# ---- fft4_stream ----
$ cat config.mk
export PLATFORM = sky130hd
export DESIGN_NAME = fft4_stream
export DESIGN_NICKNAME = d
export VERILOG_FILES = /design/src/rtl/fft4_stream.sv
export SDC_FILE = /design/constraint.sdc
export NUM_CORES = 1
export LEC_CHECK = 0
export CELL_PAD_IN_SITES_DETAIL_PLACEMENT = 0
export CELL_PAD_IN_SITES_GLOBAL_PLACEMENT = 1
export CORE_ASPECT_RATIO = 1.5
export CORE_MARGIN = 1.5
export CORE_UTILIZATION = 40
export CTS_CLUSTER_DIAMETER = 50
export DETAILED_ROUTE_END_ITERATION = 8
export PLACE_DENSITY = 0.68
export SLEW_MARGIN = 0
export SYNTH_ARGS = -nofsm -noshare
export SYNTH_HDL_FRONTEND = slang
export SYNTH_SLANG_ARGS = --single-unit
$ cat constraint.sdc
create_clock -name clk -period 3.2 [get_ports clk]
set_input_delay 0.64 -clock clk [delete_from_list [all_inputs] [get_ports clk]]
set_output_delay 0.64 -clock clk [all_outputs]
set_load 0.05 [all_outputs]
$ cat src/rtl/fft4_stream.sv
// fft4_stream: streaming 4-point DFT engine.
//
// It collects four signed real samples through a valid/ready input.
// It then evaluates a two-stage radix-2 butterfly in a single registered
// cycle. The four complex bins X[0..3] then leave serially through a
// valid/ready output.
//
// Parameters
//   DATA_W  input sample width, signed two's complement (>= 2)
//   FCNT_W  width of the completed-frame counter
//   OUT_W   DATA_W+2 (derived, not overridable); holds 4*(-2^(DATA_W-1)) exactly
//
// Ports
//   clk, rst_n           rising-edge clock, asynchronous active-low reset
//   in_valid/in_ready    sample handshake; in_data = x[k], k = 0..3 in order
//   inverse              (only with FFT4_IFFT_EN) sampled on the first accept
//                        of a frame; 1 negates the X1/X3 imaginary parts
//   out_valid/out_ready  bin handshake
//   out_re/out_im        signed real/imaginary part of X[m]
//   out_idx/out_last     bin index m, high with bin 3
//   frame_cnt            frames fully emitted, wraps silently
//
// Configuration macro: FFT4_IFFT_EN (default undefined = forward DFT only).
module fft4_stream #(
  parameter  int DATA_W = 4,
  parameter  int FCNT_W = 8,
  localparam int OUT_W  = DATA_W + 2
) (
  input  logic                    clk,
  input  logic                    rst_n,
  input  logic                    in_valid,
  output logic                    in_ready,
  input  logic [DATA_W-1:0]       in_data,
`ifdef FFT4_IFFT_EN
  input  logic                    inverse,
`endif
  output logic                    out_valid,
  input  logic                    out_ready,
  output logic signed [OUT_W-1:0] out_re,
  output logic signed [OUT_W-1:0] out_im,
  output logic [1:0]              out_idx,
  output logic                    out_last,
  output logic [FCNT_W-1:0]       frame_cnt
);

  typedef enum logic [1:0] {
    S_LOAD = 2'd0,
    S_CALC = 2'd1,
    S_OUT  = 2'd2
  } state_t;

  state_t                  state_r;
  logic [1:0]              cnt_r;
  logic [DATA_W-1:0]       samp_r   [4];
  logic signed [OUT_W-1:0] bin_re_r [4];
  logic signed [OUT_W-1:0] bin_im_r [4];

  logic                    inv_s;
  logic signed [OUT_W-1:0] xe_s      [4];
  logic signed [OUT_W-1:0] sum02_s;
  logic signed [OUT_W-1:0] sum13_s;
  logic signed [OUT_W-1:0] dif02_s;
  logic signed [OUT_W-1:0] dif31_s;
  logic signed [OUT_W-1:0] im1_s;
  logic signed [OUT_W-1:0] calc_re_s [4];
  logic signed [OUT_W-1:0] calc_im_s [4];
  logic [1:0]              nxt_idx_s;

`ifdef FFT4_IFFT_EN
  logic inv_r;
  assign inv_s = inv_r;
`else
  assign inv_s = 1'b0;
`endif

  assign nxt_idx_s = out_idx + 2'd1;

  // Butterfly: sign-extend the stored frame, share the x0+/-x2 and x1/x3 terms.
  always_comb begin
    for (int i = 0; i < 4; i++) begin
      xe_s[i] = {{(OUT_W - DATA_W){samp_r[i][DATA_W-1]}}, samp_r[i]};
    end
    sum02_s = xe_s[0] + xe_s[2];
    sum13_s = xe_s[1] + xe_s[3];
    dif02_s = xe_s[0] - xe_s[2];
    dif31_s = xe_s[3] - xe_s[1];
    // Conjugated twiddles flip the sign of the odd-bin imaginary parts.
    if (inv_s) begin
      im1_s = -dif31_s;
    end else begin
      im1_s = dif31_s;
    end
    calc_re_s[0] = sum02_s + sum13_s;
    calc_im_s[0] = {OUT_W{1'b0}};
    calc_re_s[1] = dif02_s;
    calc_im_s[1] = im1_s;
    calc_re_s[2] = sum02_s - sum13_s;
    calc_im_s[2] = {OUT_W{1'b0}};
    calc_re_s[3] = dif02_s;
    calc_im_s[3] = -im1_s;
  end

  // Frame FSM: load four samples, compute once, emit four bins under backpressure.
  always_ff @(posedge clk or negedge rst_n) begin
    if (!rst_n) begin
      state_r   <= S_LOAD;
      cnt_r     <= 2'd0;
      in_ready  <= 1'b1;
      out_valid <= 1'b0;
      out_re    <= {OUT_W{1'b0}};
      out_im    <= {OUT_W{1'b0}};
      out_idx   <= 2'd0;
      out_last  <= 1'b0;
      frame_cnt <= {FCNT_W{1'b0}};
`ifdef FFT4_IFFT_EN
      inv_r     <= 1'b0;
`endif
      for (int i = 0; i < 4; i++) begin
        samp_r[i]   <= {DATA_W{1'b0}};
        bin_re_r[i] <= {OUT_W{1'b0}};
        bin_im_r[i] <= {OUT_W{1'b0}};
      end
    end else begin
      case (state_r)
        S_LOAD: begin
          if (in_valid && in_ready) begin
            samp_r[cnt_r] <= in_data;
            cnt_r         <= cnt_r + 2'd1;
`ifdef FFT4_IFFT_EN
            if (cnt_r == 2'd0) begin
              inv_r <= inverse;
            end
`endif
            if (cnt_r == 2'd3) begin
              state_r  <= S_CALC;
              in_ready <= 1'b0;
            end
          end
        end
        S_CALC: begin
          for (int i = 0; i < 4; i++) begin
            bin_re_r[i] <= calc_re_s[i];
            bin_im_r[i] <= calc_im_s[i];
          end
          // Bin 0 goes straight to the output registers so it is valid next cycle.
          out_re    <= calc_re_s[0];
          out_im    <= calc_im_s[0];
          out_idx   <= 2'd0;
          out_last  <= 1'b0;
          out_valid <= 1'b1;
          state_r   <= S_OUT;
        end
        S_OUT: begin
          if (out_ready) begin
            if (out_last) begin
              state_r   <= S_LOAD;
              in_ready  <= 1'b1;
              out_valid <= 1'b0;
              out_re    <= {OUT_W{1'b0}};
              out_im    <= {OUT_W{1'b0}};
              out_idx   <= 2'd0;
              out_last  <= 1'b0;
              frame_cnt <= frame_cnt + {{(FCNT_W - 1){1'b0}}, 1'b1};
            end else begin
              out_re   <= bin_re_r[nxt_idx_s];
              out_im   <= bin_im_r[nxt_idx_s];
              out_idx  <= nxt_idx_s;
              out_last <= (nxt_idx_s == 2'd3);
            end
          end
        end
        default: begin
          state_r   <= S_LOAD;
          cnt_r     <= 2'd0;
          in_ready  <= 1'b1;
          out_valid <= 1'b0;
        end
      endcase
    end
  end

endmodule

# ---- secuenciador_morse ----
File: src/rtl/secuenciador_morse_pkg.sv
// Shared types and constants for the Morse sequencer: state enum, unit durations, length clamp.
package morse_pkg;

  typedef enum logic [2:0] {
    S_IDLE     = 3'd0,
    S_MARK     = 3'd1,
    S_GAP_SYM  = 3'd2,
    S_GAP_CHAR = 3'd3,
    S_GAP_WORD = 3'd4
  } estado_t;

  localparam logic [2:0] DOT_UNITS      = 3'd1;
  localparam logic [2:0] DASH_UNITS     = 3'd3;
  localparam logic [2:0] SYM_GAP_UNITS  = 3'd1;
  localparam logic [2:0] CHAR_GAP_UNITS = 3'd3;
  localparam logic [2:0] WORD_GAP_UNITS = 3'd7;
  localparam logic [2:0] MAX_SYM        = 3'd5;

  // Lengths 6 and 7 are not meaningful symbol counts; treat them as the longest character.
  function automatic logic [2:0] clamp_len(input logic [2:0] len);
    return (len > MAX_SYM) ? MAX_SYM : len;
  endfunction

endpackage

File: src/rtl/temporizador_unidad.sv
// Unit timer: tick counter (0..UNIT_CYCLES-1), 3-bit unit counter and the end-of-state compare.
module temporizador_unidad #(
  parameter int UNIT_CYCLES = 6000000
) (
  input  logic       clk,
  input  logic       rst_n,
  input  logic       clear,
  input  logic [2:0] target,
  output logic       done,
  output logic       done_nxt
);

  localparam int TW = (UNIT_CYCLES > 2) ? $clog2(UNIT_CYCLES) : 1;
  localparam logic [TW-1:0] TICK_MAX = TW'(UNIT_CYCLES - 1);

  logic [TW-1:0] tick, tick_n;
  logic [2:0]    unidad, unidad_n;

  // done_nxt looks one cycle ahead so that done is a flop that is high
  // exactly on the last cycle of the state; target belongs to that next state.
  always_comb begin
    if (clear) begin
      tick_n   = '0;
      unidad_n = 3'd0;
    end else if (tick == TICK_MAX) begin
      tick_n   = '0;
      unidad_n = unidad + 3'd1;
    end else begin
      tick_n   = tick + TW'(1);
      unidad_n = unidad;
    end
    done_nxt = (unidad_n == (target - 3'd1)) && (tick_n == TICK_MAX);
  end

  always_ff @(posedge clk) begin
    if (!rst_n) begin
      tick   <= '0;
      unidad <= 3'd0;
      done   <= 1'b0;
    end else begin
      tick   <= tick_n;
      unidad <= unidad_n;
      done   <= done_nxt;
    end
  end

endmodule

File: src/rtl/secuenciador_morse.sv
// Character-level Morse sequencer: valid/ready intake, FSM + pattern shift register, keyed output.
// Optional abort input enabled by defining MORSE_ABORT_EN.
module secuenciador_morse
  import morse_pkg::*;
#(
  parameter int UNIT_CYCLES = 6000000
) (
  input  logic       clk,
  input  logic       rst_n,
`ifdef MORSE_ABORT_EN
  input  logic       abort,
`endif
  input  logic       char_valid,
  output logic       char_ready,
  input  logic [2:0] char_len,
  input  logic [4:0] char_pat,
  output logic       tx_out,
  output logic       busy,
  output logic       sym_done,
  output logic       char_done
);

  estado_t    st, st_n;
  logic [4:0] pat, pat_n;
  logic [2:0] rem, rem_n, len_c, target;
  logic       clear, t_done, t_done_nxt;

  assign char_ready = (st == S_IDLE);

  always_comb begin
    st_n  = st;
    pat_n = pat;
    rem_n = rem;
    len_c = clamp_len(char_len);
    case (st)
      S_IDLE: if (char_valid) begin
        pat_n = char_pat;
        rem_n = len_c;
        st_n  = (len_c == 3'd0) ? S_GAP_WORD : S_MARK;
      end
      S_MARK: if (t_done) begin
        pat_n = {1'b0, pat[4:1]};
        rem_n = rem - 3'd1;
        st_n  = (rem > 3'd1) ? S_GAP_SYM : S_GAP_CHAR;
      end
      S_GAP_SYM:              if (t_done) st_n = S_MARK;
      S_GAP_CHAR, S_GAP_WORD: if (t_done) st_n = S_IDLE;
      default:                st_n = S_IDLE;
    endcase
`ifdef MORSE_ABORT_EN
    if (abort && (st != S_IDLE)) st_n = S_IDLE;
`endif
    case (st_n)
      S_MARK:     target = pat_n[0] ? DASH_UNITS : DOT_UNITS;
      S_GAP_SYM:  target = SYM_GAP_UNITS;
      S_GAP_CHAR: target = CHAR_GAP_UNITS;
      S_GAP_WORD: target = WORD_GAP_UNITS;
      default:    target = DOT_UNITS;
    endcase
    // Counters restart on every state entry and are held cleared while idle.
    clear = (st_n != st) || (st == S_IDLE);
  end

  temporizador_unidad #(.UNIT_CYCLES(UNIT_CYCLES)) u_tmr (
    .clk      (clk),
    .rst_n    (rst_n),
    .clear    (clear),
    .target   (target),
    .done     (t_done),
    .done_nxt (t_done_nxt)
  );

  always_ff @(posedge clk) begin
    if (!rst_n) begin
      st        <= S_IDLE;
      pat       <= 5'd0;
      rem       <= 3'd0;
      tx_out    <= 1'b0;
      busy      <= 1'b0;
      sym_done  <= 1'b0;
      char_done <= 1'b0;
    end else begin
      st        <= st_n;
      pat       <= pat_n;
      rem       <= rem_n;
      tx_out    <= (st_n == S_MARK);
      busy      <= (st_n != S_IDLE);
      sym_done  <= (st_n == S_MARK) && t_done_nxt;
      char_done <= ((st_n == S_GAP_CHAR) || (st_n == S_GAP_WORD)) && t_done_nxt;
    end
  end

endmodule
File: config.mk
export PLATFORM = sky130hd
export DESIGN_NAME = secuenciador_morse
export DESIGN_NICKNAME = d
export VERILOG_FILES = /design/src/rtl/secuenciador_morse_pkg.sv /design/src/rtl/temporizador_unidad.sv /design/src/rtl/secuenciador_morse.sv
export SDC_FILE = /design/constraint.sdc
export NUM_CORES = 1
export LEC_CHECK = 0
export ABC_AREA = 1
export CORE_MARGIN = 2
export CORE_UTILIZATION = 60
export DETAILED_ROUTE_END_ITERATION = 6
export GPL_TIMING_DRIVEN = 0
export PLACE_DENSITY = 0.8
export SYNTH_ARGS = -nofsm -noshare
export SYNTH_HDL_FRONTEND = slang
export SYNTH_HIERARCHICAL = 1
export SYNTH_SLANG_ARGS = --single-unit
File: constraint.sdc
create_clock -name clk -period 6.9 [get_ports clk]
set_input_delay 1.725 -clock clk [delete_from_list [all_inputs] [get_ports clk]]
set_output_delay 1.725 -clock clk [all_outputs]
set_load 0.05 [all_outputs]

==> gallery <==
Sequential cells grouped by signal name.
Scale bar: 20 microns. Other sequential cells in the stronger gray, the rest of the logic in the fainter gray.
picture 1
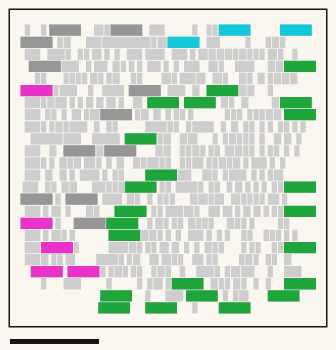
picture 2
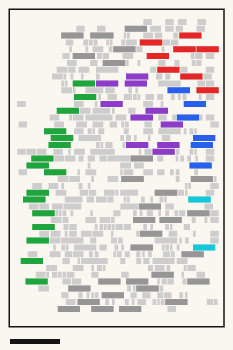
The one with the largest die is picture 2.
picture 2: fft4_stream
picture 1: secuenciador_morse

fft4_stream, placed cells, one color a class:
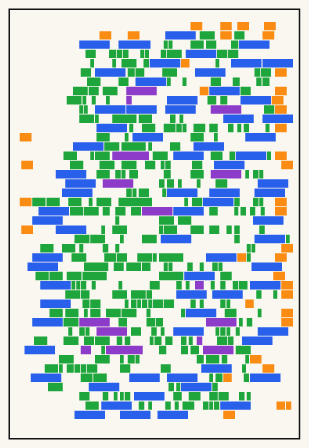
clock drivers and dummy loads -> purple  # cells 15, share of their area 6.7%
sequential cells -> blue  # cells 71, share of their area 38%
remaining buffers and delay cells -> orange  # cells 38, share of their area 7.8%
remaining logic cells -> green  # cells 298, share of their area 47%
core outline area: 9744 sq um
number of placement rows: 44
fraction of area in registers: 37.31%
final core utilization: 48.91%
cell area after layout: 4766 sq um

==> run notes, fft4_stream <==
Here are the numbers from the latest Yosys + OpenROAD run.

The highest fanout seen on the critical path came out at 6. The top cell family by delay on the critical path is adder cells. The worst min-delay path endpoint is frame_cnt[7]. The most instantiated flip-flop cell in the synthesis netlist is dfrtp_1.

The delay of the slowest cell on the worst path is 0.41 ns. The transition time at the pin with the least slew margin came out at 0.8915 ns.

For met2 alone, demand over resource in global routing was 27.53%. The final reports fail on design-rule violations. Per the detailed-route log, wirelength across all metal layers totals 7.767 mm. The met3 demand-to-capacity share in global routing came out at 3.997%.

The share of Yosys cell area claimed by the top area cell type came out at 43.57%. The number of cells in Yosys stat came out at 383. After the first detailed-routing iteration, the DRC count stood at 80. The hold path startpoint is frame_cnt[7]. The post-synthesis instance total came out at 383.

Leaving out the clock tree, the finished layout contains a buffer count of 38. The worst-case clock buffer depth is 2. The xor and xnor area share after synthesis is 5.011%.

The detailed-route vias per instance came out at 5.060. The number of remaining DRC errors is 6. The cell with the most instances after synthesis is dfrtp_1.

The number of warnings in the stage logs is 44. The pin count of the biggest net entering global routing came out at 72. The deepest level of the CTS H-tree came out at 3.

The final critical delay including setup and external delays came out at 2.570 ns. The number of port buffers is 32. The pre-CTS setup slack came out at 0.6025 ns.

The inverter count is 35. The die height is 125.8 microns. The launch point of the critical path is samp_r[9]. The area fraction in and, or, nand and nor cells after synthesis came out at 9.399%. The post-synthesis register bit count is 71. The via count of the first global-routing pass came to 2720. During synthesis, Yosys emitted a total of 0 warnings. At the floorplan stage, the core utilization is reported as 41.26%. The minimum hold slack is 0.4660 ns. In the final design database the tool counted 468 nets. After layout, the clock buffer instance count stands at 9. The post-placement cell count is 522. The main area contributors are dfrtp_1, ha_1, mux2_2.

The worst-skew pair later-pin latency came out at 0.33 ns. The flow ran to the end, but the final reports show violations. The initial antenna violation count came to 0. The cell count along the critical path came out at 12.

The count of final max-slew check failures came out at 0. The yosys stat chip area came out at 4020 sq um. The portion of the clock cycle consumed by the worst path in the final layout is 80.30%. The tightest slew margin relative to the limit is 40.56%.

Counting flops with a built-in enable in the synthesized netlist gives 0. The number of combinational gates with multiple inputs came out at 263. The final non-filler cell total is 537.
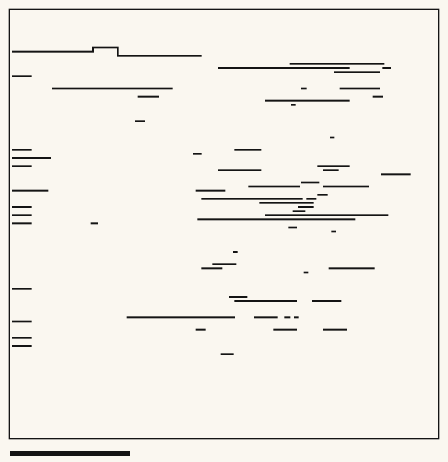
secuenciador_morse: metal 3
Scale bar: 20 microns.
main direction = horizontal
share of all routed wire = 5.8%
wire length on this layer = 360 microns
nets with wire on the layer = 52
longest straight run = 25.9 microns
total wire length: 6.169 mm
via count: 2725
met3 usage: 4.558%

==> run notes, secuenciador_morse <==
Here are the numbers from the latest Yosys + OpenROAD run.

The run finished with clean final reports. After clock tree synthesis, the flow added hold-fix buffers numbering 0.

The area used by multi-input combinational logic is 1628 sq um. For the worst flop-to-flop path, the logic depth is 22. The logic share of the area came out at 53.61%. The post-synthesis cell area is 2709 sq um. The class occupying the most area after layout is reported as multi-input combinational cells. Setup repair after global routing left no endpoint under its margin. The deepest level of the CTS H-tree is 2.

Signal nets in the final route climb as high as met4. The post-synthesis register bit count came out at 42. The yosys stat chip area came out at 2709 sq um. The tightest slew margin relative to the limit came out at 66.73%. The clock tree root buffer cell is clkbuf_8. The synthesized netlist was found by Yosys to have 428 cells. Per the synthesis report, the adder-cell share of the synthesized area is 2.309%. The startpoint type of the worst setup path is a primary input. For this run the aggregate overflow at the end of global routing stands at 0.

The number of remaining DRC errors is 0. 16 I/O pins were placed. According to the tapcell log, the count of inserted taps is 52. Looking at the cell usage after synthesis, the top flip-flop cell is dfxtp_1. The total area inside the core boundary comes to 4354 sq um. The inverter count is 59. Measured along the x axis, the die boundary spans 71.19 microns. TritonCTS built the clock tree. The share of final layout cell area taken by non-clock buffers is 5.604%. The count of final max-slew check failures came out at 0. In this run the vertical extent of the chip is 71.19 microns. The most frequent logic cell in the layout is nand2_1. The detailed placer's ending HPWL came out at 4.873 mm. The highest attainable clock frequency came out at 241.7 MHz. The count of routing violations after the opening detailed-route iteration is 278. The final critical delay including setup and external delays came out at 4.137 ns.

The met1 wire length is 2.695 mm. Per STA, the worst path accumulates the most delay in the family simple AND/OR/NAND/NOR gates. The worst-case clock buffer depth came out at 2.

The commonest cells after synthesis are nand2_1, nor2_1, inv_1, nand3_1, dfxtp_1. The sequential area share after synthesis came out at 31.04%.


## Gallery

Cell placement.
Plate I
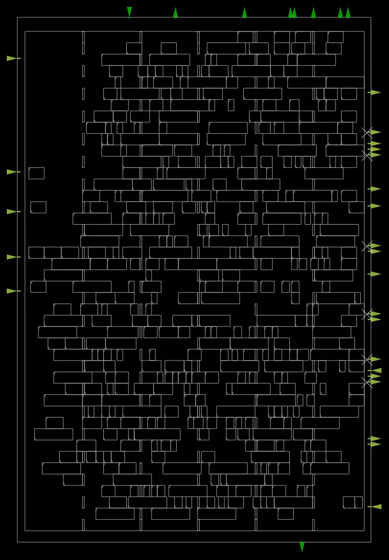
Plate II
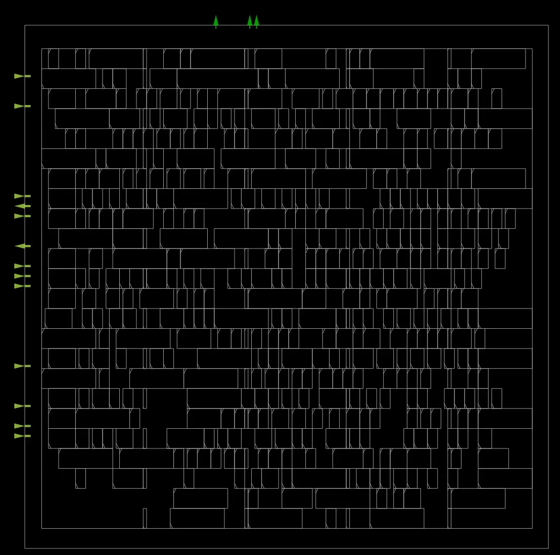
The one with the most sequential cells is Plate I.
The one with the highest utilization is Plate II.
- fft4_stream = Plate I
- secuenciador_morse = Plate II

